# ac_motor_pwm_deadtime

Fig. 1: ac_motor_pwm_deadtime, nets reached from selected ports
Scale: 3 px per um.
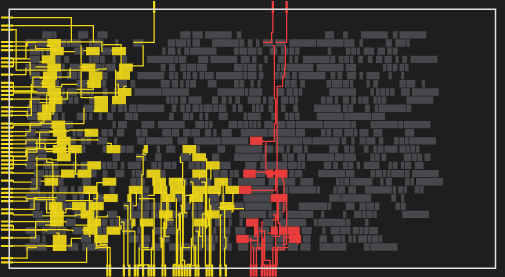

<file path="src/rtl/ac_motor_pkg.sv">
// Shared types and default sizing for the N-phase PWM dead-time stage.
package ac_motor_pkg;

    localparam int N_PH_DEF = 3;
    localparam int DW_DEF   = 24;
    localparam int DT_W_DEF = 11;

    typedef enum logic [2:0] {
        OFF    = 3'd0,
        LO_ON  = 3'd1,
        DEAD_H = 3'd2,
        HI_ON  = 3'd3,
        DEAD_L = 3'd4
    } ph_state_t;

endpackage

</file>
<file path="src/rtl/ac_motor_deadtime_ch.sv">
// One phase of the gate driver: complementary hi/lo outputs with dead-time insertion.
//
//  state  | meaning
//  OFF    | gates disabled, both outputs low
//  LO_ON  | low-side gate on
//  DEAD_H | both off, waiting to turn high side on
//  HI_ON  | high-side gate on
//  DEAD_L | both off, waiting to turn low side on
module ac_motor_deadtime_ch
    import ac_motor_pkg::*;
#(
    parameter int DT_W = DT_W_DEF
)(
    input  logic            clk,
    input  logic            rst,
    input  logic            en,
    input  logic            raw,
    input  logic [DT_W-1:0] dt,
    output logic            hi,
    output logic            lo
);

    localparam logic [DT_W-1:0] ONE = DT_W'(1);

    ph_state_t       state_q, state_d;
    logic [DT_W-1:0] cnt_q, cnt_d;

    always_ff @(posedge clk or posedge rst) begin
        if (rst) begin
            state_q <= OFF;
            cnt_q   <= '0;
        end else begin
            state_q <= state_d;
            cnt_q   <= cnt_d;
        end
    end

    // A dead interval aborts straight back to the side that was on if raw reverts.
    always_comb begin
        state_d = state_q;
        cnt_d   = cnt_q;
        if (!en) begin
            state_d = OFF;
        end else begin
            unique case (state_q)
                OFF: begin
                    state_d = DEAD_L;
                    cnt_d   = dt - ONE;
                end
                LO_ON: begin
                    if (raw) begin
                        state_d = DEAD_H;
                        cnt_d   = dt - ONE;
                    end
                end
                HI_ON: begin
                    if (!raw) begin
                        state_d = DEAD_L;
                        cnt_d   = dt - ONE;
                    end
                end
                DEAD_H: begin
                    if (!raw)              state_d = LO_ON;
                    else if (cnt_q == '0)  state_d = HI_ON;
                    else                   cnt_d   = cnt_q - ONE;
                end
                DEAD_L: begin
                    if (raw)               state_d = HI_ON;
                    else if (cnt_q == '0)  state_d = LO_ON;
                    else                   cnt_d   = cnt_q - ONE;
                end
                default: state_d = OFF;
            endcase
        end
    end

    always_comb begin
        hi = (state_q == HI_ON);
        lo = (state_q == LO_ON);
    end

endmodule

</file>
<file path="src/rtl/ac_motor_pwm_deadtime.sv">
// N-phase carrier comparator feeding per-phase dead-time gate drivers.
// Optional fault latch enabled by defining AC_MOTOR_PWM_FAULT_EN.
module ac_motor_pwm_deadtime
    import ac_motor_pkg::*;
#(
    parameter int N_PH = N_PH_DEF,
    parameter int DW   = DW_DEF,
    parameter int DT_W = DT_W_DEF
)(
    input  logic                 clk,
    input  logic                 rst,
    input  logic                 enable,
    input  logic                 lock,
    input  logic [DT_W-1:0]      dead_time,
    input  logic signed [DW-1:0] carrier,
    input  logic [N_PH*DW-1:0]   refs,
`ifdef AC_MOTOR_PWM_FAULT_EN
    input  logic                 fault,
    input  logic                 fault_clr,
    output logic                 fault_latched,
`endif
    output logic [N_PH-1:0]      pwm_hi,
    output logic [N_PH-1:0]      pwm_lo,
    output logic [N_PH-1:0]      pwm_raw
);

    logic [DT_W-1:0] dt_q;
    logic            gate_en;

    // Dead time only changes at a carrier period start; zero is treated as one clock.
    always_ff @(posedge clk or posedge rst) begin
        if (rst)
            dt_q <= DT_W'(1);
        else if (lock)
            dt_q <= (dead_time == '0) ? DT_W'(1) : dead_time;
    end

    always_ff @(posedge clk or posedge rst) begin
        if (rst) begin
            pwm_raw <= '0;
        end else begin
            for (int i = 0; i < N_PH; i++)
                pwm_raw[i] <= ($signed(refs[i*DW +: DW]) > carrier);
        end
    end

`ifdef AC_MOTOR_PWM_FAULT_EN
    always_ff @(posedge clk or posedge rst) begin
        if (rst)
            fault_latched <= 1'b0;
        else if (fault)
            fault_latched <= 1'b1;
        else if (fault_clr)
            fault_latched <= 1'b0;
    end

    assign gate_en = enable & ~fault_latched;
`else
    assign gate_en = enable;
`endif

    for (genvar g = 0; g < N_PH; g++) begin : g_ch
        ac_motor_deadtime_ch #(
            .DT_W (DT_W)
        ) u_ch (
            .clk (clk),
            .rst (rst),
            .en  (gate_en),
            .raw (pwm_raw[g]),
            .dt  (dt_q),
            .hi  (pwm_hi[g]),
            .lo  (pwm_lo[g])
        );
    end

endmodule
</file>
<file path="config.mk">
export PLATFORM = sky130hd
export DESIGN_NAME = ac_motor_pwm_deadtime
export DESIGN_NICKNAME = d
export VERILOG_FILES = /design/src/rtl/ac_motor_pkg.sv /design/src/rtl/ac_motor_deadtime_ch.sv /design/src/rtl/ac_motor_pwm_deadtime.sv
export SDC_FILE = /design/constraint.sdc
export NUM_CORES = 1
export LEC_CHECK = 0
export CAP_MARGIN = 20
export CORE_ASPECT_RATIO = 0.5
export CORE_MARGIN = 5
export CORE_UTILIZATION = 45
export DETAILED_ROUTE_END_ITERATION = 6
export GPL_TIMING_DRIVEN = 0
export PLACE_DENSITY = 0.73
export SETUP_SLACK_MARGIN = 0.02
export SYNTH_ARGS = -nofsm -noshare
export SYNTH_HDL_FRONTEND = slang
export SYNTH_SLANG_ARGS = --single-unit
</file>
<file path="constraint.sdc">
create_clock -name clk -period 3.55 [get_ports clk]
set_input_delay 0.355 -clock clk [delete_from_list [all_inputs] [get_ports clk]]
set_output_delay 0.355 -clock clk [all_outputs]
set_load 0.01 [all_outputs]
</file>
# apu_envelope_length

===== config.mk =====
export PLATFORM = sky130hd
export DESIGN_NAME = apu_envelope_length
export DESIGN_NICKNAME = d
export VERILOG_FILES = /design/src/rtl/apu_envelope_length.sv
export SDC_FILE = /design/constraint.sdc
export NUM_CORES = 1
export LEC_CHECK = 0
export ABC_AREA = 1
export CORE_MARGIN = 5
export CORE_UTILIZATION = 30
export DETAILED_ROUTE_END_ITERATION = 10
export SLEW_MARGIN = 20
export SYNTH_ARGS = -nofsm -noshare
export SYNTH_HDL_FRONTEND = slang
export SYNTH_SLANG_ARGS = --single-unit
export TNS_END_PERCENT = 100

===== constraint.sdc =====
create_clock -name clk -period 1.65 [get_ports clk]
set_clock_uncertainty 0.2 [all_clocks]
set_input_delay 0.2475 -clock clk [delete_from_list [all_inputs] [get_ports clk]]
set_output_delay 0.2475 -clock clk [all_outputs]
set_load 0.005 [all_outputs]

===== src/rtl/apu_envelope_length.sv =====
// apu_envelope_length: APU channel length counter with an optional volume envelope.
// Every state update is qualified by the one-clock cpu_en strobe.
// Optional feature: define APU_ENVELOPE_EN to build in the envelope generator
// (start flag, divider, decay). Without it, volume is the raw period/volume field.
module apu_envelope_length (
  input  logic       clk,
  input  logic       reset,
  input  logic       cpu_en,
  input  logic       quarter_frame,
  input  logic       half_frame,
  input  logic       write_ctrl,
  input  logic [5:0] ctrl_data,
  input  logic       write_length,
  input  logic [4:0] length_index,
  input  logic       channel_enable,
  output logic [3:0] volume,
  output logic       length_active
);

  logic       halt_q;
  logic [3:0] period_q;
  logic [7:0] length_q;
  logic [7:0] length_d;
  logic [7:0] length_load;

  // Length table lookup.
  always_comb begin
    length_load = 8'd0;
    case (length_index)
      5'd0:  length_load = 8'd10;   5'd1:  length_load = 8'd254;
      5'd2:  length_load = 8'd20;   5'd3:  length_load = 8'd2;
      5'd4:  length_load = 8'd40;   5'd5:  length_load = 8'd4;
      5'd6:  length_load = 8'd80;   5'd7:  length_load = 8'd6;
      5'd8:  length_load = 8'd160;  5'd9:  length_load = 8'd8;
      5'd10: length_load = 8'd60;   5'd11: length_load = 8'd10;
      5'd12: length_load = 8'd14;   5'd13: length_load = 8'd12;
      5'd14: length_load = 8'd26;   5'd15: length_load = 8'd14;
      5'd16: length_load = 8'd12;   5'd17: length_load = 8'd16;
      5'd18: length_load = 8'd24;   5'd19: length_load = 8'd18;
      5'd20: length_load = 8'd48;   5'd21: length_load = 8'd20;
      5'd22: length_load = 8'd96;   5'd23: length_load = 8'd22;
      5'd24: length_load = 8'd192;  5'd25: length_load = 8'd24;
      5'd26: length_load = 8'd72;   5'd27: length_load = 8'd26;
      5'd28: length_load = 8'd16;   5'd29: length_load = 8'd28;
      5'd30: length_load = 8'd32;   5'd31: length_load = 8'd30;
      default: length_load = 8'd0;
    endcase
  end

  // Length next state: disable beats load, load beats the halt-gated decrement.
  // halt_q is the pre-write value, so a coincident control write does not affect this tick.
  always_comb begin
    length_d = length_q;
    if (!channel_enable) begin
      length_d = 8'd0;
    end else if (write_length) begin
      length_d = length_load;
    end else if (half_frame && !halt_q && (length_q != 8'd0)) begin
      length_d = length_q - 8'd1;
    end
  end

  // Length counter register.
  always_ff @(posedge clk or posedge reset) begin
    if (reset) begin
      length_q <= 8'd0;
    end else if (cpu_en) begin
      length_q <= length_d;
    end
  end

  // Control register: halt/loop and period/volume.
  always_ff @(posedge clk or posedge reset) begin
    if (reset) begin
      halt_q   <= 1'b0;
      period_q <= 4'd0;
    end else if (cpu_en && write_ctrl) begin
      halt_q   <= ctrl_data[5];
      period_q <= ctrl_data[3:0];
    end
  end

  assign length_active = (length_q != 8'd0);

`ifdef APU_ENVELOPE_EN
  logic       constant_q;
  logic       start_q;
  logic [3:0] decay_q;
  logic [3:0] divider_q;

  // Constant-volume flag from the control register.
  always_ff @(posedge clk or posedge reset) begin
    if (reset) begin
      constant_q <= 1'b0;
    end else if (cpu_en && write_ctrl) begin
      constant_q <= ctrl_data[4];
    end
  end

  // Envelope: a quarter tick consumes an existing start flag; a length write on the
  // same edge re-arms start for the following tick.
  always_ff @(posedge clk or posedge reset) begin
    if (reset) begin
      start_q   <= 1'b0;
      decay_q   <= 4'd0;
      divider_q <= 4'd0;
    end else if (cpu_en) begin
      if (quarter_frame) begin
        if (start_q) begin
          start_q   <= 1'b0;
          decay_q   <= 4'hf;
          divider_q <= period_q;
        end else if (divider_q == 4'd0) begin
          divider_q <= period_q;
          if (decay_q != 4'd0) begin
            decay_q <= decay_q - 4'd1;
          end else if (halt_q) begin
            decay_q <= 4'hf;
          end
        end else begin
          divider_q <= divider_q - 4'd1;
        end
      end
      if (write_length) begin
        start_q <= 1'b1;
      end
    end
  end

  assign volume = constant_q ? period_q : decay_q;
`else
  logic unused_constant;
  assign unused_constant = ctrl_data[4];
  assign volume = period_q;
`endif

endmodule


# fifo_sel_arb

$ cat src/rtl/fifo_sel_arb.sv
// N-channel bus arbiter: fixed-priority or round-robin, grant held per transfer,
// optional maximum hold time with forced hand-off to a waiting channel.
module fifo_sel_arb #(
    parameter int N_CH     = 4,
    parameter int IDX_W    = 2,
    parameter int MAX_HOLD = 0,
    parameter int HOLD_W   = 8
) (
    input  logic             glb_clk,
    input  logic             glb_rst,
    input  logic             rr_mode,
    input  logic [N_CH-1:0]  req,
    output logic [N_CH-1:0]  grant,
    output logic             sel_valid,
    output logic [IDX_W-1:0] sel_idx,
    output logic             hold_expired
);

    typedef enum logic {IDLE, OWN} state_t;

    state_t            state, state_nx;
    logic [IDX_W-1:0]  last_owner, last_nx;
    logic [HOLD_W-1:0] hold_cnt, cnt_nx;
    logic [N_CH-1:0]   grant_nx;
    logic [IDX_W-1:0]  idx_nx;
    logic              valid_nx;
    logic              hexp_nx;

    logic [N_CH-1:0]   cand;
    logic [IDX_W-1:0]  win;
    logic              win_found;
    int                pos;

    localparam logic [HOLD_W-1:0] HOLD_LAST = HOLD_W'(MAX_HOLD - 1);
    localparam logic [N_CH-1:0]   ONE       = N_CH'(1);

    // The owner is always excluded; when it has dropped req this equals req.
    assign cand = req & ~grant;

    always_comb begin
        win       = '0;
        win_found = 1'b0;
        pos       = 0;
        for (int k = 0; k < N_CH; k++) begin
            if (rr_mode)
                pos = (int'(last_owner) + 1 + k) % N_CH;
            else
                pos = k;
            if (!win_found && cand[pos]) begin
                win       = IDX_W'(pos);
                win_found = 1'b1;
            end
        end
    end

    always_comb begin
        state_nx = state;
        grant_nx = grant;
        idx_nx   = sel_idx;
        valid_nx = sel_valid;
        hexp_nx  = 1'b0;
        cnt_nx   = hold_cnt;
        last_nx  = last_owner;
        unique case (state)
            IDLE: begin
                if (win_found) begin
                    state_nx = OWN;
                    grant_nx = ONE << win;
                    idx_nx   = win;
                    valid_nx = 1'b1;
                    cnt_nx   = '0;
                    last_nx  = win;
                end
            end
            OWN: begin
                if (|(req & grant)) begin
                    if (MAX_HOLD != 0 && hold_cnt == HOLD_LAST && win_found) begin
                        grant_nx = ONE << win;
                        idx_nx   = win;
                        hexp_nx  = 1'b1;
                        cnt_nx   = '0;
                        last_nx  = win;
                    end else if (MAX_HOLD != 0 && hold_cnt != HOLD_LAST) begin
                        cnt_nx = hold_cnt + 1'b1;
                    end
                end else if (win_found) begin
                    grant_nx = ONE << win;
                    idx_nx   = win;
                    cnt_nx   = '0;
                    last_nx  = win;
                end else begin
                    state_nx = IDLE;
                    grant_nx = '0;
                    idx_nx   = '0;
                    valid_nx = 1'b0;
                    cnt_nx   = '0;
                end
            end
            default: state_nx = IDLE;
        endcase
    end

    always_ff @(posedge glb_clk) begin
        if (glb_rst) begin
            state        <= IDLE;
            grant        <= '0;
            sel_idx      <= '0;
            sel_valid    <= 1'b0;
            hold_expired <= 1'b0;
            hold_cnt     <= '0;
            last_owner   <= IDX_W'(N_CH - 1);
        end else begin
            state        <= state_nx;
            grant        <= grant_nx;
            sel_idx      <= idx_nx;
            sel_valid    <= valid_nx;
            hold_expired <= hexp_nx;
            hold_cnt     <= cnt_nx;
            last_owner   <= last_nx;
        end
    end

endmodule

$ cat config.mk
export PLATFORM = sky130hd
export DESIGN_NAME = fifo_sel_arb
export DESIGN_NICKNAME = d
export VERILOG_FILES = /design/src/rtl/fifo_sel_arb.sv
export SDC_FILE = /design/constraint.sdc
export NUM_CORES = 1
export LEC_CHECK = 0
export ABC_AREA = 1
export CAP_MARGIN = 20
export CORE_MARGIN = 5
export CORE_UTILIZATION = 33
export CTS_BUF_LIST = sky130_fd_sc_hd__clkbuf_8
export DETAILED_ROUTE_END_ITERATION = 10
export SLEW_MARGIN = 20
export SYNTH_ARGS = -nofsm -noshare
export SYNTH_HDL_FRONTEND = slang
export SYNTH_SLANG_ARGS = --single-unit
$ cat constraint.sdc
create_clock -name glb_clk -period 2.6 [get_ports glb_clk]
set_input_delay 0.39 -clock glb_clk [delete_from_list [all_inputs] [get_ports glb_clk]]
set_output_delay 0.39 -clock glb_clk [all_outputs]
set_load 0.01 [all_outputs]
# dual_issue_hazard_unit_flat

<file path="src/rtl/dual_issue_pkg.sv">
// Shared decode constants, FSM state type and source-use helpers for the
// dual-issue decode stage.
package dual_issue_pkg;

  localparam int REG_W = 5;

  localparam logic [6:0] OP_LOAD   = 7'b0000011;
  localparam logic [6:0] OP_STORE  = 7'b0100011;
  localparam logic [6:0] OP_RTYPE  = 7'b0110011;
  localparam logic [6:0] OP_ITYPE  = 7'b0010011;
  localparam logic [6:0] OP_BRANCH = 7'b1100011;

  typedef enum logic [1:0] {
    ST_IDLE  = 2'd0,
    ST_SPLIT = 2'd1,
    ST_FLUSH = 2'd2
  } hz_state_t;

  function automatic logic uses_rs1(input logic [6:0] op);
    return op inside {OP_LOAD, OP_STORE, OP_RTYPE, OP_ITYPE, OP_BRANCH};
  endfunction

  function automatic logic uses_rs2(input logic [6:0] op);
    return op inside {OP_STORE, OP_RTYPE, OP_BRANCH};
  endfunction

endpackage

</file>
<file path="src/rtl/dual_issue_hazard_if.sv">
// Decode/EX-side inputs and issue-control outputs of the hazard unit.
interface dual_issue_hazard_if
  import dual_issue_pkg::*;
#(
  parameter int CNT_W = 16
);
  logic             id_valid;
  logic [6:0]       id_opcode1, id_opcode2;
  logic [REG_W-1:0] id_rs1_1, id_rs2_1, id_rs1_2, id_rs2_2;
  logic [REG_W-1:0] id_rd1;
  logic             id_regwrite1;
  logic             ex_memread1, ex_memread2;
  logic [REG_W-1:0] ex_rd1, ex_rd2;
  logic             ex_branch_taken;

  logic             stall;
  logic             pc_write;
  logic             ifid_write;
  logic             kill1, kill2;
  logic             flush;
  logic             busy;
  logic [CNT_W-1:0] stall_count;

  modport master (
    output id_valid, id_opcode1, id_opcode2, id_rs1_1, id_rs2_1, id_rs1_2, id_rs2_2,
           id_rd1, id_regwrite1, ex_memread1, ex_memread2, ex_rd1, ex_rd2, ex_branch_taken,
    input  stall, pc_write, ifid_write, kill1, kill2, flush, busy, stall_count
  );

  modport slave (
    input  id_valid, id_opcode1, id_opcode2, id_rs1_1, id_rs2_1, id_rs1_2, id_rs2_2,
           id_rd1, id_regwrite1, ex_memread1, ex_memread2, ex_rd1, ex_rd2, ex_branch_taken,
    output stall, pc_write, ifid_write, kill1, kill2, flush, busy, stall_count
  );
endinterface

</file>
<file path="src/rtl/hazard_src_match.sv">
// Flags when a slot actually reads a given (non-x0) destination register.
module hazard_src_match
  import dual_issue_pkg::*;
(
  input  logic [6:0]       i_opcode,
  input  logic [REG_W-1:0] i_rs1,
  input  logic [REG_W-1:0] i_rs2,
  input  logic [REG_W-1:0] i_cmp_rd,
  input  logic             i_cmp_en,
  output logic             o_match
);
  logic w_rs1_hit;
  logic w_rs2_hit;

  assign w_rs1_hit = uses_rs1(i_opcode) && (i_rs1 == i_cmp_rd);
  assign w_rs2_hit = uses_rs2(i_opcode) && (i_rs2 == i_cmp_rd);
  assign o_match   = i_cmp_en && (i_cmp_rd != '0) && (w_rs1_hit || w_rs2_hit);
endmodule

</file>
<file path="src/rtl/dual_issue_hazard_unit.sv">
// Load-use / intra-pair RAW / branch-flush issue control for the dual-issue
// decode stage, with a saturating stall-cycle counter.
module dual_issue_hazard_unit
  import dual_issue_pkg::*;
#(
  parameter int FLUSH_CYCLES = 2,
  parameter int CNT_W        = 16
) (
  input  logic               clk,
  input  logic               rst_n,
  dual_issue_hazard_if.slave bus
);
  localparam int         NPAIR      = 5;
  localparam logic [2:0] FLUSH_LOAD = 3'(FLUSH_CYCLES - 1);

  // Pair order: s1/ex1, s1/ex2, s2/ex1, s2/ex2, s2/id_rd1
  logic [6:0]       w_opc [NPAIR];
  logic [REG_W-1:0] w_rs1 [NPAIR];
  logic [REG_W-1:0] w_rs2 [NPAIR];
  logic [REG_W-1:0] w_cmp [NPAIR];
  logic             w_en  [NPAIR];
  logic [NPAIR-1:0] w_hit;

  assign w_opc[0] = bus.id_opcode1; assign w_rs1[0] = bus.id_rs1_1; assign w_rs2[0] = bus.id_rs2_1;
  assign w_opc[1] = bus.id_opcode1; assign w_rs1[1] = bus.id_rs1_1; assign w_rs2[1] = bus.id_rs2_1;
  assign w_opc[2] = bus.id_opcode2; assign w_rs1[2] = bus.id_rs1_2; assign w_rs2[2] = bus.id_rs2_2;
  assign w_opc[3] = bus.id_opcode2; assign w_rs1[3] = bus.id_rs1_2; assign w_rs2[3] = bus.id_rs2_2;
  assign w_opc[4] = bus.id_opcode2; assign w_rs1[4] = bus.id_rs1_2; assign w_rs2[4] = bus.id_rs2_2;

  assign w_cmp[0] = bus.ex_rd1; assign w_en[0] = bus.ex_memread1;
  assign w_cmp[1] = bus.ex_rd2; assign w_en[1] = bus.ex_memread2;
  assign w_cmp[2] = bus.ex_rd1; assign w_en[2] = bus.ex_memread1;
  assign w_cmp[3] = bus.ex_rd2; assign w_en[3] = bus.ex_memread2;
  assign w_cmp[4] = bus.id_rd1; assign w_en[4] = bus.id_regwrite1;

  genvar gi;
  generate
    for (gi = 0; gi < NPAIR; gi++) begin : g_match
      hazard_src_match u_match (
        .i_opcode (w_opc[gi]),
        .i_rs1    (w_rs1[gi]),
        .i_rs2    (w_rs2[gi]),
        .i_cmp_rd (w_cmp[gi]),
        .i_cmp_en (w_en[gi]),
        .o_match  (w_hit[gi])
      );
    end
  endgenerate

  logic w_lu_s1, w_lu_s2, w_lu_any, w_ph;
  assign w_lu_s1  = bus.id_valid && (w_hit[0] || w_hit[1]);
  assign w_lu_s2  = bus.id_valid && (w_hit[2] || w_hit[3]);
  assign w_lu_any = w_lu_s1 || w_lu_s2;
  assign w_ph     = bus.id_valid && w_hit[4];

  hz_state_t        r_state, w_state_next;
  logic [2:0]       r_flush_cnt, w_flush_cnt_next;
  logic [CNT_W-1:0] r_stall_count;
  logic             w_stall, w_pc_write, w_ifid_write, w_kill1, w_kill2, w_flush;

  always_ff @(posedge clk or negedge rst_n) begin
    if (!rst_n) begin
      r_state       <= ST_IDLE;
      r_flush_cnt   <= 3'd0;
      r_stall_count <= '0;
    end else begin
      r_state     <= w_state_next;
      r_flush_cnt <= w_flush_cnt_next;
      if (w_stall && (r_stall_count != '1))
        r_stall_count <= r_stall_count + CNT_W'(1);
    end
  end

  always_comb begin
    w_state_next     = r_state;
    w_flush_cnt_next = r_flush_cnt;
    if (bus.ex_branch_taken) begin
      w_flush_cnt_next = FLUSH_LOAD;
      w_state_next     = (FLUSH_LOAD != 3'd0) ? ST_FLUSH : ST_IDLE;
    end else begin
      case (r_state)
        ST_IDLE:  if (!w_lu_any && w_ph) w_state_next = ST_SPLIT;
        ST_SPLIT: if (!w_lu_s2) w_state_next = ST_IDLE;
        ST_FLUSH: begin
          w_flush_cnt_next = r_flush_cnt - 3'd1;
          if (r_flush_cnt <= 3'd1) w_state_next = ST_IDLE;
        end
        default:  w_state_next = ST_IDLE;
      endcase
    end
  end

  always_comb begin
    w_stall      = 1'b0;
    w_pc_write   = 1'b1;
    w_ifid_write = 1'b1;
    w_kill1      = 1'b0;
    w_kill2      = 1'b0;
    w_flush      = 1'b0;
    if (bus.ex_branch_taken || (r_state == ST_FLUSH)) begin
      w_flush = 1'b1;
      w_kill1 = 1'b1;
      w_kill2 = 1'b1;
    end else if (r_state == ST_IDLE) begin
      if (w_lu_any) begin
        {w_stall, w_kill1, w_kill2} = 3'b111;
        {w_pc_write, w_ifid_write}  = 2'b00;
      end else if (w_ph) begin
        w_kill2                    = 1'b1;
        {w_pc_write, w_ifid_write} = 2'b00;
      end
    end else if (r_state == ST_SPLIT) begin
      // Slot 1 already left on the previous cycle; only slot 2 is still here.
      w_kill1 = 1'b1;
      if (w_lu_s2) begin
        {w_stall, w_kill2}         = 2'b11;
        {w_pc_write, w_ifid_write} = 2'b00;
      end
    end
  end

  assign bus.stall       = w_stall;
  assign bus.pc_write    = w_pc_write;
  assign bus.ifid_write  = w_ifid_write;
  assign bus.kill1       = w_kill1;
  assign bus.kill2       = w_kill2;
  assign bus.flush       = w_flush;
  assign bus.busy        = (r_state != ST_IDLE);
  assign bus.stall_count = r_stall_count;
endmodule
</file>
<file path="src/flat_wrapper.sv">
// flat-port wrapper written by rule: the top's interface ports become plain ports
module dual_issue_hazard_unit_flat import dual_issue_pkg::*;
#(
  parameter int FLUSH_CYCLES = 2,
  parameter int CNT_W        = 16
)
  (clk, rst_n, bus_id_valid, bus_id_opcode1, bus_id_opcode2, bus_id_rs1_1, bus_id_rs2_1, bus_id_rs1_2, bus_id_rs2_2, bus_id_rd1, bus_id_regwrite1, bus_ex_memread1, bus_ex_memread2, bus_ex_rd1, bus_ex_rd2, bus_ex_branch_taken, bus_stall, bus_pc_write, bus_ifid_write, bus_kill1, bus_kill2, bus_flush, bus_busy, bus_stall_count);
  dual_issue_hazard_if #(.CNT_W(CNT_W)) bus_i ();
  input  logic clk;
  input  logic rst_n;
  input wire logic [$bits(bus_i.id_valid)-1:0] bus_id_valid;
  input wire logic [$bits(bus_i.id_opcode1)-1:0] bus_id_opcode1;
  input wire logic [$bits(bus_i.id_opcode2)-1:0] bus_id_opcode2;
  input wire logic [$bits(bus_i.id_rs1_1)-1:0] bus_id_rs1_1;
  input wire logic [$bits(bus_i.id_rs2_1)-1:0] bus_id_rs2_1;
  input wire logic [$bits(bus_i.id_rs1_2)-1:0] bus_id_rs1_2;
  input wire logic [$bits(bus_i.id_rs2_2)-1:0] bus_id_rs2_2;
  input wire logic [$bits(bus_i.id_rd1)-1:0] bus_id_rd1;
  input wire logic [$bits(bus_i.id_regwrite1)-1:0] bus_id_regwrite1;
  input wire logic [$bits(bus_i.ex_memread1)-1:0] bus_ex_memread1;
  input wire logic [$bits(bus_i.ex_memread2)-1:0] bus_ex_memread2;
  input wire logic [$bits(bus_i.ex_rd1)-1:0] bus_ex_rd1;
  input wire logic [$bits(bus_i.ex_rd2)-1:0] bus_ex_rd2;
  input wire logic [$bits(bus_i.ex_branch_taken)-1:0] bus_ex_branch_taken;
  output wire logic [$bits(bus_i.stall)-1:0] bus_stall;
  output wire logic [$bits(bus_i.pc_write)-1:0] bus_pc_write;
  output wire logic [$bits(bus_i.ifid_write)-1:0] bus_ifid_write;
  output wire logic [$bits(bus_i.kill1)-1:0] bus_kill1;
  output wire logic [$bits(bus_i.kill2)-1:0] bus_kill2;
  output wire logic [$bits(bus_i.flush)-1:0] bus_flush;
  output wire logic [$bits(bus_i.busy)-1:0] bus_busy;
  output wire logic [$bits(bus_i.stall_count)-1:0] bus_stall_count;
  assign bus_i.id_valid = bus_id_valid;
  assign bus_i.id_opcode1 = bus_id_opcode1;
  assign bus_i.id_opcode2 = bus_id_opcode2;
  assign bus_i.id_rs1_1 = bus_id_rs1_1;
  assign bus_i.id_rs2_1 = bus_id_rs2_1;
  assign bus_i.id_rs1_2 = bus_id_rs1_2;
  assign bus_i.id_rs2_2 = bus_id_rs2_2;
  assign bus_i.id_rd1 = bus_id_rd1;
  assign bus_i.id_regwrite1 = bus_id_regwrite1;
  assign bus_i.ex_memread1 = bus_ex_memread1;
  assign bus_i.ex_memread2 = bus_ex_memread2;
  assign bus_i.ex_rd1 = bus_ex_rd1;
  assign bus_i.ex_rd2 = bus_ex_rd2;
  assign bus_i.ex_branch_taken = bus_ex_branch_taken;
  assign bus_stall = bus_i.stall;
  assign bus_pc_write = bus_i.pc_write;
  assign bus_ifid_write = bus_i.ifid_write;
  assign bus_kill1 = bus_i.kill1;
  assign bus_kill2 = bus_i.kill2;
  assign bus_flush = bus_i.flush;
  assign bus_busy = bus_i.busy;
  assign bus_stall_count = bus_i.stall_count;
  dual_issue_hazard_unit #(.FLUSH_CYCLES(FLUSH_CYCLES), .CNT_W(CNT_W)) u_core (.clk(clk), .rst_n(rst_n), .bus(bus_i));
endmodule
</file>
<file path="config.mk">
export PLATFORM = sky130hd
export DESIGN_NAME = dual_issue_hazard_unit_flat
export DESIGN_NICKNAME = d
export VERILOG_FILES = /design/src/rtl/dual_issue_pkg.sv /design/src/rtl/dual_issue_hazard_if.sv /design/src/rtl/hazard_src_match.sv /design/src/rtl/dual_issue_hazard_unit.sv /design/src/flat_wrapper.sv
export SDC_FILE = /design/constraint.sdc
export NUM_CORES = 1
export LEC_CHECK = 0
export CAP_MARGIN = 20
export CORE_MARGIN = 2
export CORE_UTILIZATION = 40
export DETAILED_ROUTE_END_ITERATION = 10
export HOLD_SLACK_MARGIN = 0.12
export PLACE_DENSITY = 0.74
export SYNTH_ARGS = -nofsm -noshare
export SYNTH_HDL_FRONTEND = slang
export SYNTH_SLANG_ARGS = --single-unit
</file>
<file path="constraint.sdc">
create_clock -name clk -period 2.25 [get_ports clk]
set_input_delay 0.3375 -clock clk [delete_from_list [all_inputs] [get_ports clk]]
set_output_delay 0.3375 -clock clk [all_outputs]
set_load 0.02 [all_outputs]
</file>

## Gallery

Nets reached from selected ports.
image #1
Scale: 6 px per um.
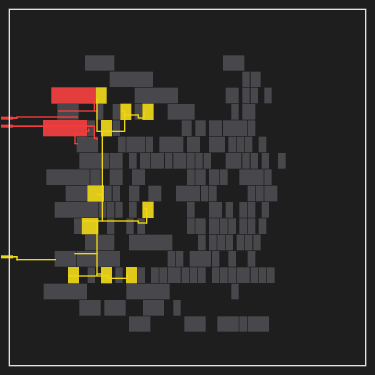
image #2
Scale: 6 px per um.
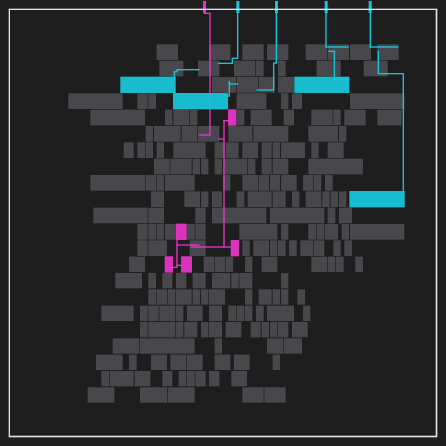
image #3
Scale: 4 px per um.
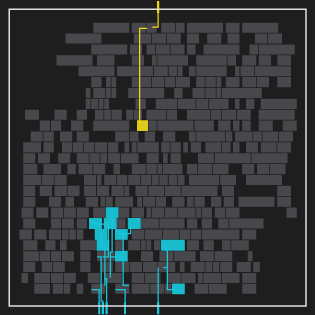
dual_issue_hazard_unit_flat: image #3
apu_envelope_length: image #2
fifo_sel_arb: image #1

Fig. 2: ac_motor_pwm_deadtime, placement density heat map
Scale: 3 px per um. The die is cut into 16 by 9 equal tiles; dark blue is low, red is high, 0 to 100% covered.
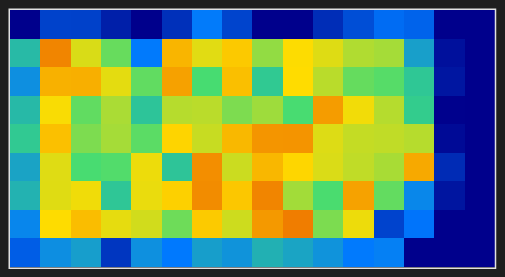
The fullest tile reaches 86%. The densest ninth of the die: centre. 13% of the tiles are nearly empty. The emptiest ninth of the die: lower right.

Notes on Fig. 1 above:
Key: `dead_time` = red [bits 11, direction input, end cells 14, buffers 11, wire 369 um]; `refs` = yellow [bits 72, direction input, end cells 72, buffers 72, wire 1910 um]

==> results.sh, ac_motor_pwm_deadtime <==
# yosys + openroad results
export IMPL_ys_chip_area_um2=5170
export IMPL_dr_pass1_iters=5
export IMPL_r2r_end="g_ch[2].u_ch.cnt_q[2]"
export IMPL_p_total_mw=3.07
export IMPL_synth_nets=819
export IMPL_p_seq_mw=1.09
export IMPL_status="completed"
export IMPL_hold_ws_ns=0.476
export IMPL_adder_share_pct=19.1
export IMPL_insertedDiodeCount=0
export IMPL_synthMuxAreaShare_pct=1.96
export IMPL_syn_cell_area_um2=5170
export IMPL_edf_count=0
export IMPL_finalClockPeriodUsage_pct=76.9
export IMPL_met1_length_mm=6.08
export IMPL_die_h_um=85.8
export IMPL_dp_cells=894
export IMPL_postRouteAntennaNets=0
export IMPL_cts_setup_buffers=0
export IMPL_syn_to_final_growth_pct=29.9
## ac_motor_pwm_deadtime: sequential cells by signal, indices dropped and copies added, names as in the netlist
signal,cells
g_ch.u_ch.cnt_q,33
dt_q,11
g_ch.u_ch.state_q,9
pwm_raw,3
## ac_motor_pwm_deadtime: cell usage after synthesis (all sizes together) (7+ instances only)
cell type  number  area, um2
inv            44        165
nor4           14        103
mux2            9        101
o21ai          45        225
xnor2           7       61.3
dfrtp          55       1380
nand2          47        176
a21oi          67        335
clkbuf         17       63.8
nand4          15       93.8
nand3          16       80.1
nor3           26        130
o22a           12        105
ha             79        988
nor2           61        229
buf            14        100
## ac_motor_pwm_deadtime: area by class of cell
cell class	instances	area, um2	share of cell area (%)
tap	145	181	2.70
clock inverter	3	27.5	0.410
multi-input combinational	498	3440	51.2
sequential	56	1400	20.9
inverter	44	165	2.46
buffer	31	164	2.44
clock buffer	5	125	1.86
timing repair buffer	120	1210	18.0
## ac_motor_pwm_deadtime: metal layers
metal	global-route usage, %	up-vias
met4	6.11	0
met1	25.8	2332
met3	4.85	28
li1	-	2563
met5	0	-
met2	37.2	186
Fig. 3: dual_issue_hazard_unit_flat, cell outlines without signal wires
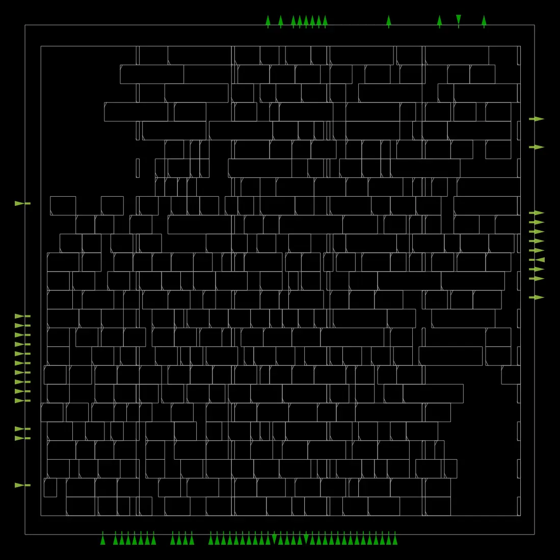
Tap Count: 67
Flops: 21
non-filler cells in the finished layout: 407
Seq area share: 15.5%

==> results.sh, dual_issue_hazard_unit_flat <==
# yosys + openroad results
export IMPL_ff_type="dfrtp_1"
export IMPL_status="complete, but fails checks"
export IMPL_power_density_nw_per_um2=300
export IMPL_syn_cell_area_um2=1950
export IMPL_timing_setup_tns_ns=-1.03
export IMPL_cts_resized=98
export IMPL_cts_setup_buffers=7
export IMPL_grt_usage_pct=22.5
export IMPL_crit_start="bus_ex_rd2[2]"
export IMPL_io_pins=79
export IMPL_violations="negative setup slack"
export IMPL_synthMostInstantiatedCell="xnor2_1"
export IMPL_setup_viol=11
export IMPL_startpoint_type="input pin"
export IMPL_netlist_instances=220
export IMPL_hold_violations=0
export IMPL_max_freq_ghz=0.389
export IMPL_layout_nonclk_buf_share_pct=35.3
export IMPL_vias_per_cell=4.97
export IMPL_nets=399
export IMPL_edf_count=0
export IMPL_cp_depth=8
export IMPL_rr_worst_depth=6
export IMPL_drt_iter0_drc=90
export IMPL_finalClockPeriodUsage_pct=114
export IMPL_setup_slack_ns=-0.320
export IMPL_tool_warnings=29
export IMPL_path_clk_slew_ns=0.08
export IMPL_cts_buffer_depth=2
export IMPL_cp_arrival_ns=2.23
export IMPL_rrSetupSlack_ns=0.37
[dual_issue_hazard_unit_flat: flip-flops by register name (all words and copies together) (netlist names)]
signal	cells
u_core.bus.stall_count	16
u_core.r_state	2
u_core.r_flush_cnt	3
[dual_issue_hazard_unit_flat: where the power goes]
group	total (mW)	internal [mW]	switching (mW)
combinational	0.378	0.212	0.166
clock	0.248	0.123	0.125
sequential	0.392	0.386	0.00582
[dual_issue_hazard_unit_flat: cells in the final DEF (no fill, tap or decap), types with 4 or more instances in the layout]
cell and n:
buf_2 5, buf_6 11, buf_4 45, dlymetal6s2s_1 11, clkdlybuf4s50_1 38, nand2_1 19, nor3_2 9, xor2_1 23
xnor2_1 42, nand4_1 6, nor4_4 4, nand3_1 13, dlygate4sd2_1 14, inv_1 4, o22ai_2 4, dfrtp_1 21
and3_1 8, nor2_1 7
[dual_issue_hazard_unit_flat: metal layers]
layer | wire length [um] | share of wire (%) | global-route usage (%) | vias up
li1 | - | - | - | 1003
met3 | 168 | 2.8 | 3.98 | 10
met4 | 80 | 1.4 | 5.05 | 0
met5 | 0 | 0 | 0 | -
met1 | 2540 | 43 | 26.8 | 963
met2 | 3130 | 53 | 41.6 | 47
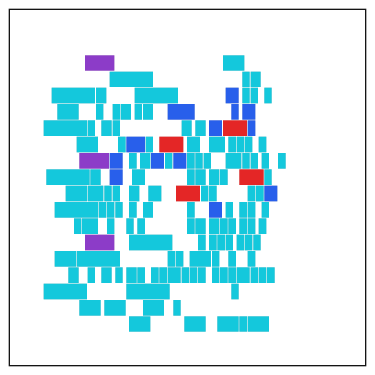
Fig. 4. Drive-strength map (fifo_sel_arb).
Scale: 6 px per um.
Key: x1 and smaller = cyan [cells 131, share 87%]; x2 = blue [cells 13, share 8.6%]; x6 and larger = purple [cells 3, share 2.0%]; x3 and x4 = red [cells 4, share 2.6%]
Buffers, non-clock: 13
post-route cell area: 992 um2
setup slack after layout: 0.580 ns

Fig. 5: fifo_sel_arb, placement density heat map
Scale: 6 px per um. The die is cut into 12 by 12 equal tiles; dark blue is low, red is high, 0 to 100% covered.
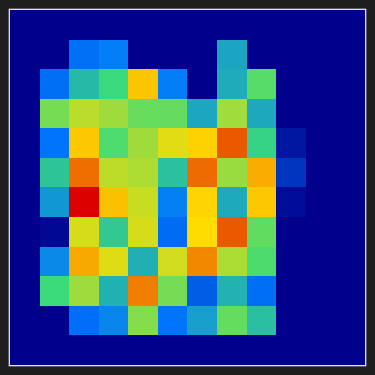
48% of the tiles are nearly empty. The fullest tile reaches 100%. The densest ninth of the die: centre. The mean over all tiles is 27%. The emptiest ninth of the die: upper right.

==> results.sh, fifo_sel_arb <==
# yosys + openroad results
export IMPL_adder_share_pct=0
export IMPL_layout_nonclk_buf_share_pct=13.1
export IMPL_die_h_um=59.1
export IMPL_dp_cells=176
export IMPL_cts_root_buf="clkbuf_8"
export IMPL_seq_share_pct=20.2
export IMPL_die_x_um=59.1
export IMPL_drt_iter0_drc=14
export IMPL_yosys_area_share_aoi_pct=11.8
export IMPL_hp_class="reg2reg"
export IMPL_clk_share_pct=4.16
export IMPL_insertedDiodeCount=0
export IMPL_finalWirelength_mm=1.81
export IMPL_cts_tree="done"
export IMPL_lay_top_count="nand2_1"
export IMPL_simple_gate_share_pct=51.8
export IMPL_timing_setup_tns_ns=0
export IMPL_cts_hold_buf=0
export IMPL_htree_levels=1
export IMPL_p_leak_nw=0.485
export IMPL_status="completed"
export IMPL_seq_area_um2=200
export IMPL_cts_buffers=3
export IMPL_hold_ws_ns=0.464
export IMPL_required_ns=2.70
export IMPL_postRouteAntennaNets=0
export IMPL_fp_row_count=17
export IMPL_yosys_cells=137
export IMPL_vias_per_cell=4.72
export IMPL_dr_pass1_iters=4
export IMPL_largest_class="multi-input combinational cells"
export IMPL_cts_sinks=10
export IMPL_clock_latency_ns=0.23
export IMPL_ys_warn_count=0
export IMPL_cp_arrival_ns=2.12
export IMPL_yosysTopAreaCellShare_pct=25.1
export IMPL_finalClockPeriodUsage_pct=77.7
export IMPL_dp_slack_ns=0.335
export IMPL_final_util_pct=44.0
export IMPL_flop_count=10
## fifo_sel_arb: sequential cells by signal, indices dropped and copies added, names as in the netlist
register,flops
grant,4
last_owner,2
sel_valid,1
sel_idx,2
state,1
## fifo_sel_arb: power by group
group / internal [mW] / total, mW / switching (mW)
sequential: 0.217 / 0.275 / 0.0578
clock: 0.101 / 0.151 / 0.0510
combinational: 0.277 / 0.710 / 0.433
## fifo_sel_arb: path summary, 6_finish.rpt
kind	from	end	slack [ns]	cells past startpoint
max	rr_mode	grant[0]	0.58	14
min	sel_idx[1]	sel_idx[1]	0.46	2
max reg2reg	last_owner[0]	grant[3]	0.90	10
min reg2reg	sel_idx[1]	sel_idx[1]	0.46	2
## fifo_sel_arb: layer usage
| layer | global-route usage, % | wire length, um | vias to the layer above |
|---|---|---|---|
| li1 | - | - | 454 |
| met1 | 14.1 | 867 | 376 |
| met2 | 18.1 | 887 | 14 |
| met3 | 2.18 | 58 | 0 |
| met4 | 6.15 | 0 | 0 |
| met5 | 0 | 0 | - |
## fifo_sel_arb: worst max-delay path: cells and delay by family
family	cells	cell delay [ns]
AOI/OAI and AO/OA	1	0.05
and+or+nand+nor	11	1.05
buffers and inverters	2	0.63
Fig. 6: apu_envelope_length, placement density heat map
Scale: 6 px per um. The die is cut into 7 by 7 equal tiles; dark blue is low, red is high, 0 to 100% covered.
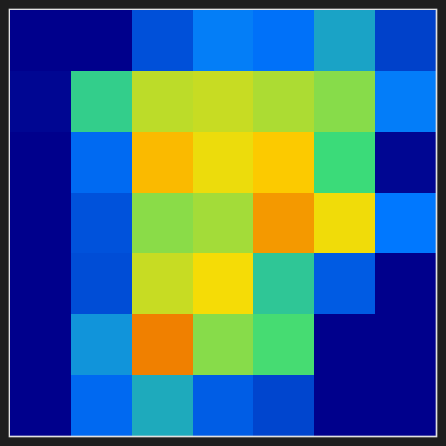
The densest ninth of the die: centre. The fullest tile reaches 86%. The emptiest ninth of the die: lower right. 29% of the tiles are nearly empty.
FP Util: 30.7%
final cell utilization of the core: 47.3%
Core ar.: 3630 um2

==> results.sh, apu_envelope_length <==
# yosys + openroad results
export IMPL_status="completed"
export IMPL_ys_warn_count=0
export IMPL_max_vdd_ir_drop_mv=0.342
export IMPL_nets=244
export IMPL_die_h_um=71.0
export IMPL_overflow=0
export IMPL_ys_chip_area_um2=1110
export IMPL_r2r_end="length_q[7]"
export IMPL_cp_common_cell="nand2_2"
export IMPL_top_register="length_q"
export IMPL_p_leak_nw=0.855
export IMPL_dp_slack_ns=-0.268
export IMPL_largest_class="multi-input combinational cells"
export IMPL_numPortBuffers=21
export IMPL_seq_area_um2=325
export IMPL_grt_pass1_vias=1117
export IMPL_routedWlPerCell_um=11.0
export IMPL_hold_ws_ns=0.0970
export IMPL_largest_reg_flops=8
export IMPL_seq_share_pct=18.9
export IMPL_worstSetupEndpoint="length_q[7]"
export IMPL_cts_setup_buffers=2
export IMPL_ff_type="dfrtp_1"
export IMPL_grt_usage_pct=12.1
export IMPL_relSlewSlack_pct=84.0
export IMPL_cts_sinks=13
export IMPL_startpoint_type="flip-flop"
export IMPL_n_tap_cell=48
export IMPL_post_route_min_period_ns=1.57
export IMPL_path_max_fanout=4
export IMPL_cts_buffers=3
export IMPL_layout_nonclk_buf_share_pct=25.9
export IMPL_lay_top_count="nand2_1"
export IMPL_path_class="reg2reg"
export IMPL_met3_usage_pct=2.56
export IMPL_crit_start="length_q[3]"
export IMPL_p_total_mw=1.25
export IMPL_dp_cells=258
export IMPL_comb_share_pct=44.1
[apu_envelope_length: worst min path at each step]
stage | startpoint | to
3_5_place_dp | length_q[1] | length_q[1]
5_1_grt | reset | length_q[0]
2_1_floorplan | reset | halt_q
6_report | reset | volume[2]
3_3_place_gp | length_q[0] | length_q[0]
4_1_cts | reset | volume[3]
[apu_envelope_length: cells in the mapped netlist, types with 2 or more instances]
master    instances  area share [%]
nor2_1           15             5.1
buf_4             2             1.3
ha_1              8             9.0
a21oi_1           7             3.1
o21ai_0           7             3.1
mux2_2            5             5.1
nand4_1           2             1.1
nand2_1          47              16
dfrtp_1          13              29
nand3_2           2             1.8
inv_1            18             6.1
nor2_2            2             1.1
inv_2             3             1.0
o211ai_1          2             1.3
a31oi_1           2             1.1
nand3_1          13             5.8
o21ai_1           5             2.2
[apu_envelope_length: cell families (layout without fill, tap and decap cells)]
group,Yosys count,in the layout
and+or+nand+nor,85,86
AOI/OAI and AO/OA,27,27
buffers and inverters,25,77
DFF,13,13
adders and majority gates,8,8
muxes,5,5
[apu_envelope_length: power by group]
part	switching (mW)	total [mW]	internal, mW
combinational	0.279	0.570	0.290
sequential	0.0249	0.391	0.366
clock	0.117	0.288	0.171
total	0.421	1.25	0.827

# lzw_forward_byte_reverse

Fig. 7: lzw_forward_byte_reverse, metal 1
Scale: 3 px per um. Supply wires on this layer in grey. Cells faint in the background.
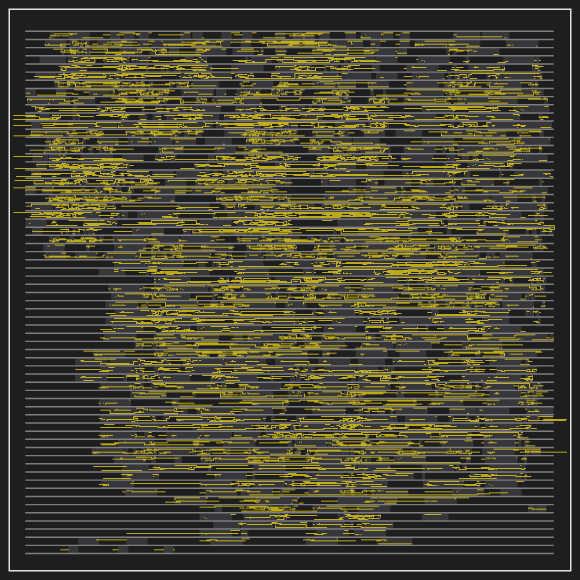
`src/rtl/lzw_pkg.sv`:
```
// Shared constants and FSM encoding for the LZW byte-reverse stages.
// Used by both the forward and backward byte-reverse blocks.
package lzw_pkg;

   localparam int LZW_MAX_GRP   = 31;
   localparam int LZW_REV_NUM_W = 5;

   typedef enum logic [1:0] {
      ST_IDLE    = 2'd0,
      ST_COLLECT = 2'd1,
      ST_POP     = 2'd2,
      ST_HOLD    = 2'd3
   } lzw_state_e;

endpackage

```
`src/rtl/lzw_byte_lifo.sv`:
```
// Byte stack on a register array; rd_data always shows the top entry.
// Push and pop are never requested in the same cycle.
module lzw_byte_lifo #(
   parameter int DEPTH = 32,
   parameter int SP_W  = $clog2(DEPTH + 1)
) (
   input  logic            clk,
   input  logic            rst_n,
   input  logic            push,
   input  logic            pop,
   input  logic [7:0]      wr_data,
   output logic [7:0]      rd_data,
   output logic [SP_W-1:0] sp
);

   localparam int AW = $clog2(DEPTH);

   logic [7:0]      mem_q [DEPTH];
   logic [SP_W-1:0] sp_q;
   logic [SP_W-1:0] sp_d;
   logic [AW-1:0]   wr_idx;
   logic [AW-1:0]   rd_idx;

   always_comb begin
      sp_d = sp_q;
      if (push)
         sp_d = sp_q + SP_W'(1);
      else if (pop)
         sp_d = sp_q - SP_W'(1);
   end

   assign wr_idx  = AW'(sp_q);
   assign rd_idx  = AW'(sp_q - SP_W'(1));
   assign rd_data = mem_q[rd_idx];
   assign sp      = sp_q;

   always_ff @(posedge clk) begin
      if (!rst_n)
         sp_q <= '0;
      else
         sp_q <= sp_d;
      if (push)
         mem_q[wr_idx] <= wr_data;
   end

endmodule

```
`src/rtl/lzw_forward_byte_reverse.sv`:
```
// Forward byte reverse: passes plain bytes through and emits marked
// groups in reverse order, tagging each group with its byte count.
module lzw_forward_byte_reverse
   import lzw_pkg::*;
#(
   parameter int MAX_GRP   = LZW_MAX_GRP,
   parameter int REV_NUM_W = LZW_REV_NUM_W,
   parameter int CNT_W     = 16
) (
   input  logic                 I_sys_clk,
   input  logic                 I_sys_rst_n,
   input  logic                 I_state_clr,
   input  logic [7:0]           I_payload_data,
   input  logic                 I_payload_data_en,
   input  logic                 I_payload_rev,
   input  logic                 I_payload_eog,
   output logic                 O_payload_ready,
   output logic [7:0]           O_dictionary_send_data,
   output logic                 O_dictionary_send_data_en,
   output logic                 O_reverse_byte_flag,
   output logic [REV_NUM_W-1:0] O_reverse_byte_num,
   output logic                 O_reverse_byte_num_wren,
   output logic [CNT_W-1:0]     O_grp_cnt,
   output logic [CNT_W-1:0]     O_err_cnt
);

   localparam int SP_W = $clog2(32 + 1);

   lzw_state_e           state_q, state_d;
   logic                 ready_q, ready_d;
   logic [REV_NUM_W-1:0] len_q, len_d;
   logic                 first_q, first_d;
   logic                 hold_flag_q, hold_flag_d;
   logic [7:0]           hold_data_q, hold_data_d;
   logic [7:0]           out_data_q, out_data_d;
   logic                 out_en_q, out_en_d;
   logic                 flag_q, flag_d;
   logic [REV_NUM_W-1:0] num_q, num_d;
   logic                 wren_q, wren_d;
   logic [CNT_W-1:0]     grp_cnt_q, grp_cnt_d;
   logic [CNT_W-1:0]     err_cnt_q, err_cnt_d;

   logic            acc, push, pop, grp_inc, err_inc, full_after;
   logic [7:0]      rd_data;
   logic [SP_W-1:0] sp, sp_inc;

   lzw_byte_lifo #(.DEPTH(32), .SP_W(SP_W)) u_lifo (
      .clk     (I_sys_clk),
      .rst_n   (I_sys_rst_n),
      .push    (push),
      .pop     (pop),
      .wr_data (I_payload_data),
      .rd_data (rd_data),
      .sp      (sp)
   );

   assign acc        = I_payload_data_en & ready_q;
   assign sp_inc     = sp + SP_W'(1);
   assign full_after = (sp_inc == SP_W'(MAX_GRP));

   always_comb begin
      state_d     = state_q;
      len_d       = len_q;
      first_d     = first_q;
      hold_flag_d = hold_flag_q;
      hold_data_d = hold_data_q;
      out_data_d  = out_data_q;
      out_en_d    = 1'b0;
      flag_d      = 1'b0;
      num_d       = '0;
      wren_d      = 1'b0;
      push        = 1'b0;
      pop         = 1'b0;
      grp_inc     = 1'b0;
      err_inc     = 1'b0;
      unique case (state_q)
         ST_IDLE, ST_COLLECT: begin
            if (acc && I_payload_rev) begin
               push    = 1'b1;
               state_d = ST_COLLECT;
               if (I_payload_eog || full_after) begin
                  state_d = ST_POP;
                  len_d   = REV_NUM_W'(sp_inc);
                  first_d = 1'b1;
                  err_inc = ~I_payload_eog;
               end
            end else if (acc && state_q == ST_IDLE) begin
               out_en_d   = 1'b1;
               out_data_d = I_payload_data;
            end else if (acc) begin
               // plain byte inside an open group: park it, flush group
               hold_data_d = I_payload_data;
               hold_flag_d = 1'b1;
               state_d     = ST_POP;
               len_d       = REV_NUM_W'(sp);
               first_d     = 1'b1;
               err_inc     = 1'b1;
            end
         end
         ST_POP: begin
            pop        = 1'b1;
            out_en_d   = 1'b1;
            out_data_d = rd_data;
            flag_d     = first_q;
            wren_d     = first_q;
            num_d      = first_q ? len_q : '0;
            first_d    = 1'b0;
            if (sp == SP_W'(1)) begin
               grp_inc = 1'b1;
               state_d = hold_flag_q ? ST_HOLD : ST_IDLE;
            end
         end
         ST_HOLD: begin
            out_en_d    = 1'b1;
            out_data_d  = hold_data_q;
            hold_flag_d = 1'b0;
            state_d     = ST_IDLE;
         end
      endcase
      ready_d = (state_d == ST_IDLE) || (state_d == ST_COLLECT);
   end

   always_comb begin
      grp_cnt_d = grp_cnt_q;
      err_cnt_d = err_cnt_q;
      if (I_state_clr) begin
         grp_cnt_d = '0;
         err_cnt_d = '0;
      end else begin
         if (grp_inc && !(&grp_cnt_q))
            grp_cnt_d = grp_cnt_q + CNT_W'(1);
         if (err_inc && !(&err_cnt_q))
            err_cnt_d = err_cnt_q + CNT_W'(1);
      end
   end

   always_ff @(posedge I_sys_clk) begin
      if (!I_sys_rst_n) begin
         state_q     <= ST_IDLE;
         ready_q     <= 1'b0;
         len_q       <= '0;
         first_q     <= 1'b0;
         hold_flag_q <= 1'b0;
         hold_data_q <= '0;
         out_data_q  <= '0;
         out_en_q    <= 1'b0;
         flag_q      <= 1'b0;
         num_q       <= '0;
         wren_q      <= 1'b0;
         grp_cnt_q   <= '0;
         err_cnt_q   <= '0;
      end else begin
         state_q     <= state_d;
         ready_q     <= ready_d;
         len_q       <= len_d;
         first_q     <= first_d;
         hold_flag_q <= hold_flag_d;
         hold_data_q <= hold_data_d;
         out_data_q  <= out_data_d;
         out_en_q    <= out_en_d;
         flag_q      <= flag_d;
         num_q       <= num_d;
         wren_q      <= wren_d;
         grp_cnt_q   <= grp_cnt_d;
         err_cnt_q   <= err_cnt_d;
      end
   end

   assign O_payload_ready           = ready_q;
   assign O_dictionary_send_data    = out_data_q;
   assign O_dictionary_send_data_en = out_en_q;
   assign O_reverse_byte_flag       = flag_q;
   assign O_reverse_byte_num        = num_q;
   assign O_reverse_byte_num_wren   = wren_q;
   assign O_grp_cnt                 = grp_cnt_q;
   assign O_err_cnt                 = err_cnt_q;

endmodule

```
`config.mk`:
```
export PLATFORM = sky130hd
export DESIGN_NAME = lzw_forward_byte_reverse
export DESIGN_NICKNAME = d
export VERILOG_FILES = /design/src/rtl/lzw_pkg.sv /design/src/rtl/lzw_byte_lifo.sv /design/src/rtl/lzw_forward_byte_reverse.sv
export SDC_FILE = /design/constraint.sdc
export NUM_CORES = 1
export LEC_CHECK = 0
export ABC_AREA = 1
export CORE_MARGIN = 5
export CORE_UTILIZATION = 45
export CTS_CLUSTER_SIZE = 20
export DETAILED_ROUTE_END_ITERATION = 10
export SLEW_MARGIN = 10
export SYNTH_ARGS = -nofsm -noshare
export SYNTH_HDL_FRONTEND = slang
export SYNTH_SLANG_ARGS = --single-unit
```
`constraint.sdc`:
```
create_clock -name I_sys_clk -period 2.65 [get_ports I_sys_clk]
set_clock_uncertainty 0.1 [all_clocks]
set_input_delay 0.6625 -clock I_sys_clk [delete_from_list [all_inputs] [get_ports I_sys_clk]]
set_output_delay 0.6625 -clock I_sys_clk [all_outputs]
set_load 0.03 [all_outputs]
```
==> results.sh <==
# yosys + openroad results
export IMPL_status="completed"
export IMPL_flop_count=327
export IMPL_post_route_min_period_ns=2.49
export IMPL_crit_path_top_delay_cell="clkdlybuf4s50_1"
export IMPL_comb_power_share_pct=13.1
export IMPL_io_pins=63
export IMPL_ff_type="edfxtp_1"
export IMPL_synth_xor_xnor_area_share_pct=1.60
export IMPL_p_seq_mw=5.61
export IMPL_numPortBuffers=62
export IMPL_topCellsByArea="edfxtp_1 55%, nand2_1 10%, dfxtp_1 10%"
export IMPL_tool_warnings=33
export IMPL_power_switching_mw=3.28
export IMPL_clk_share_pct=8.29
export IMPL_synthTopLogicFamily="simple AND/OR/NAND/NOR gates"
export IMPL_met1_length_mm=15.9
export IMPL_ys_types=39
export IMPL_gp_congestion=0.897
export IMPL_routedWlPerCell_um=19.1
export IMPL_seq_share_pct=53.6
export IMPL_cts_buffers=36
export IMPL_hp_class="reg2reg"
export IMPL_crit_start="O_err_cnt[2]"
export IMPL_async_flop_share_pct=0
export IMPL_pg_comb_mw=1.72
export IMPL_cts_sinks=327
export IMPL_num_vias=10422
export IMPL_grt_busiest_layer="met2"
export IMPL_syn_cell_area_um2=14000
export IMPL_syn_mean_instance_area_um2=10.2
export IMPL_nNonClkInverters=57
export IMPL_slowest_delay_ns=0.74
export IMPL_p_int_mw=9.86
export IMPL_worstSetupEndpointType="primary output"
export IMPL_layout_top_cells="392 x nand2_1, 256 x edfxtp_1, 252 x nand3_1"
export IMPL_hold_path_endpoint="O_reverse_byte_num[0]"
export IMPL_synthMostInstantiatedCell="nand2_1"
export IMPL_cp_depth=1
## Picture notes: Fig. 7
The wires run mostly horizontal. The layer holds 43% of the routed length. 1404 nets have wire on it.

==> worst reg2reg max path, cell delays in order (launching register included) <==
cell	delay, ns
dfxtp_4	0.42
buf_12	0.46
nand3_2	0.19
nand2_1	0.10
nand2_1	0.12
nor2_2	0.19
nand3_2	0.10
nand2_4	0.19
nand3_4	0.23
nand2_1	0.13
a21oi_1	0.06
==> registers in the layout, summed over array words and instances, names as in the netlist, 2 cells and up <==
name                    count
u_lifo.mem_q              256
O_err_cnt                  16
O_grp_cnt                  16
O_dictionary_send_data      8
hold_data_q                 8
u_lifo.sp                   6
O_reverse_byte_num          5
len_q                       5
state_q                     2
==> per-stage QoR <==
stage / utilization [%] / instance area (um2) / setup WS [ns] / power [mW]
final: 55.4 / 17000 / 0.157 / 13.1
after global routing: 55.4 / 17000 / 0.0169 / 13.6
after CTS: 55.4 / 17000 / 0.134 / 13.2
after detailed placement: 50.8 / 15600 / 0.0192 / 7.42
after global placement: 50.8 / 15600 / 0.0610 / 7.42
after floorplan: - / 14000 / 0.210 / 6.73


## Gallery

Metal 1.
panel A
Scale: 4 px per um. Supply wires on this layer in grey. Cells faint in the background.
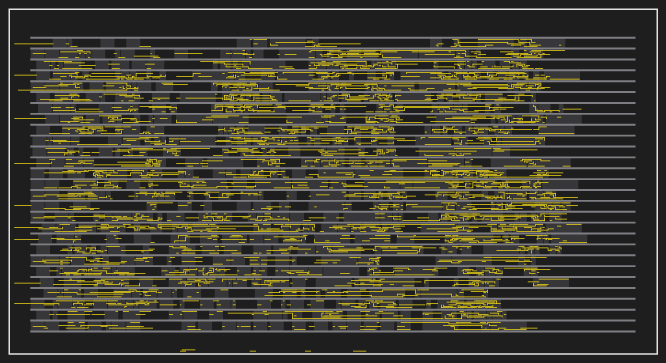
panel B
Scale: 8 px per um. Supply wires on this layer in grey. Cells faint in the background.
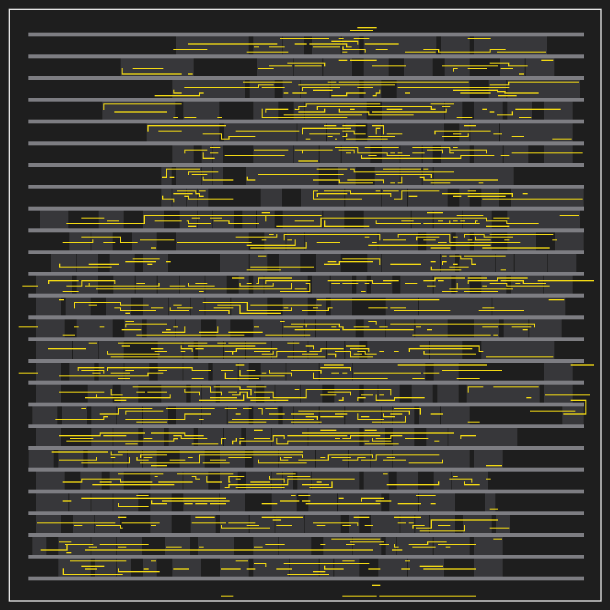
panel C
Scale: 8 px per um. Supply wires on this layer in grey. Cells faint in the background.
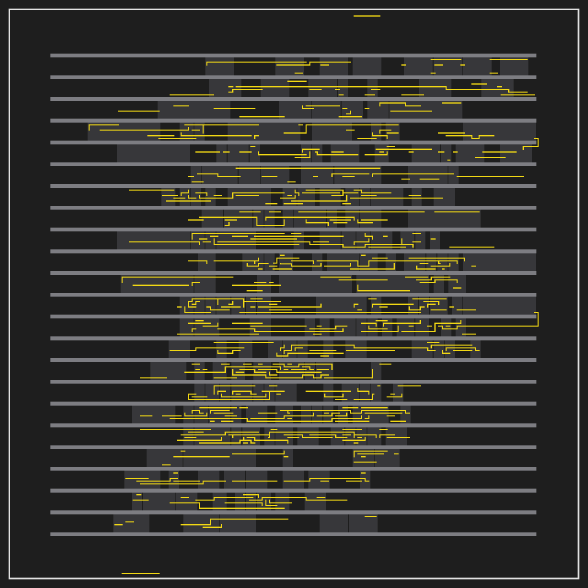
panel D
Scale: 10 px per um. Supply wires on this layer in grey. Cells faint in the background.
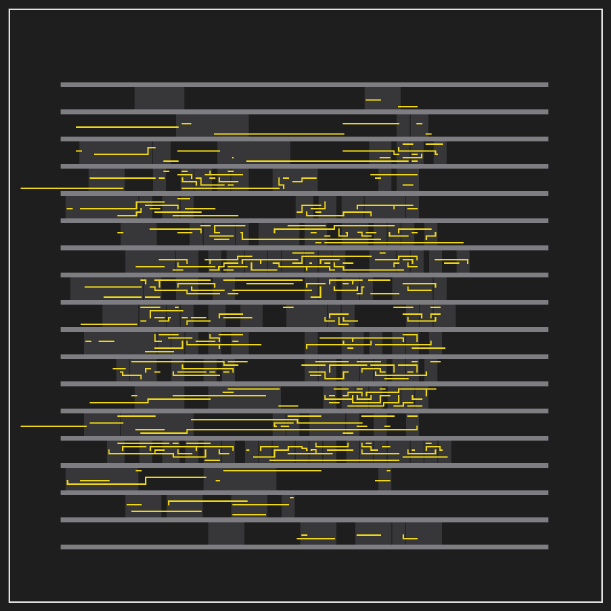
Of these, largest die: panel A
Of these, smallest die: panel D
Panel B comes from dual_issue_hazard_unit_flat.
Panel D comes from fifo_sel_arb.
Panel C comes from apu_envelope_length.
Panel A comes from ac_motor_pwm_deadtime.

Power and IR drop assume default switching activity.
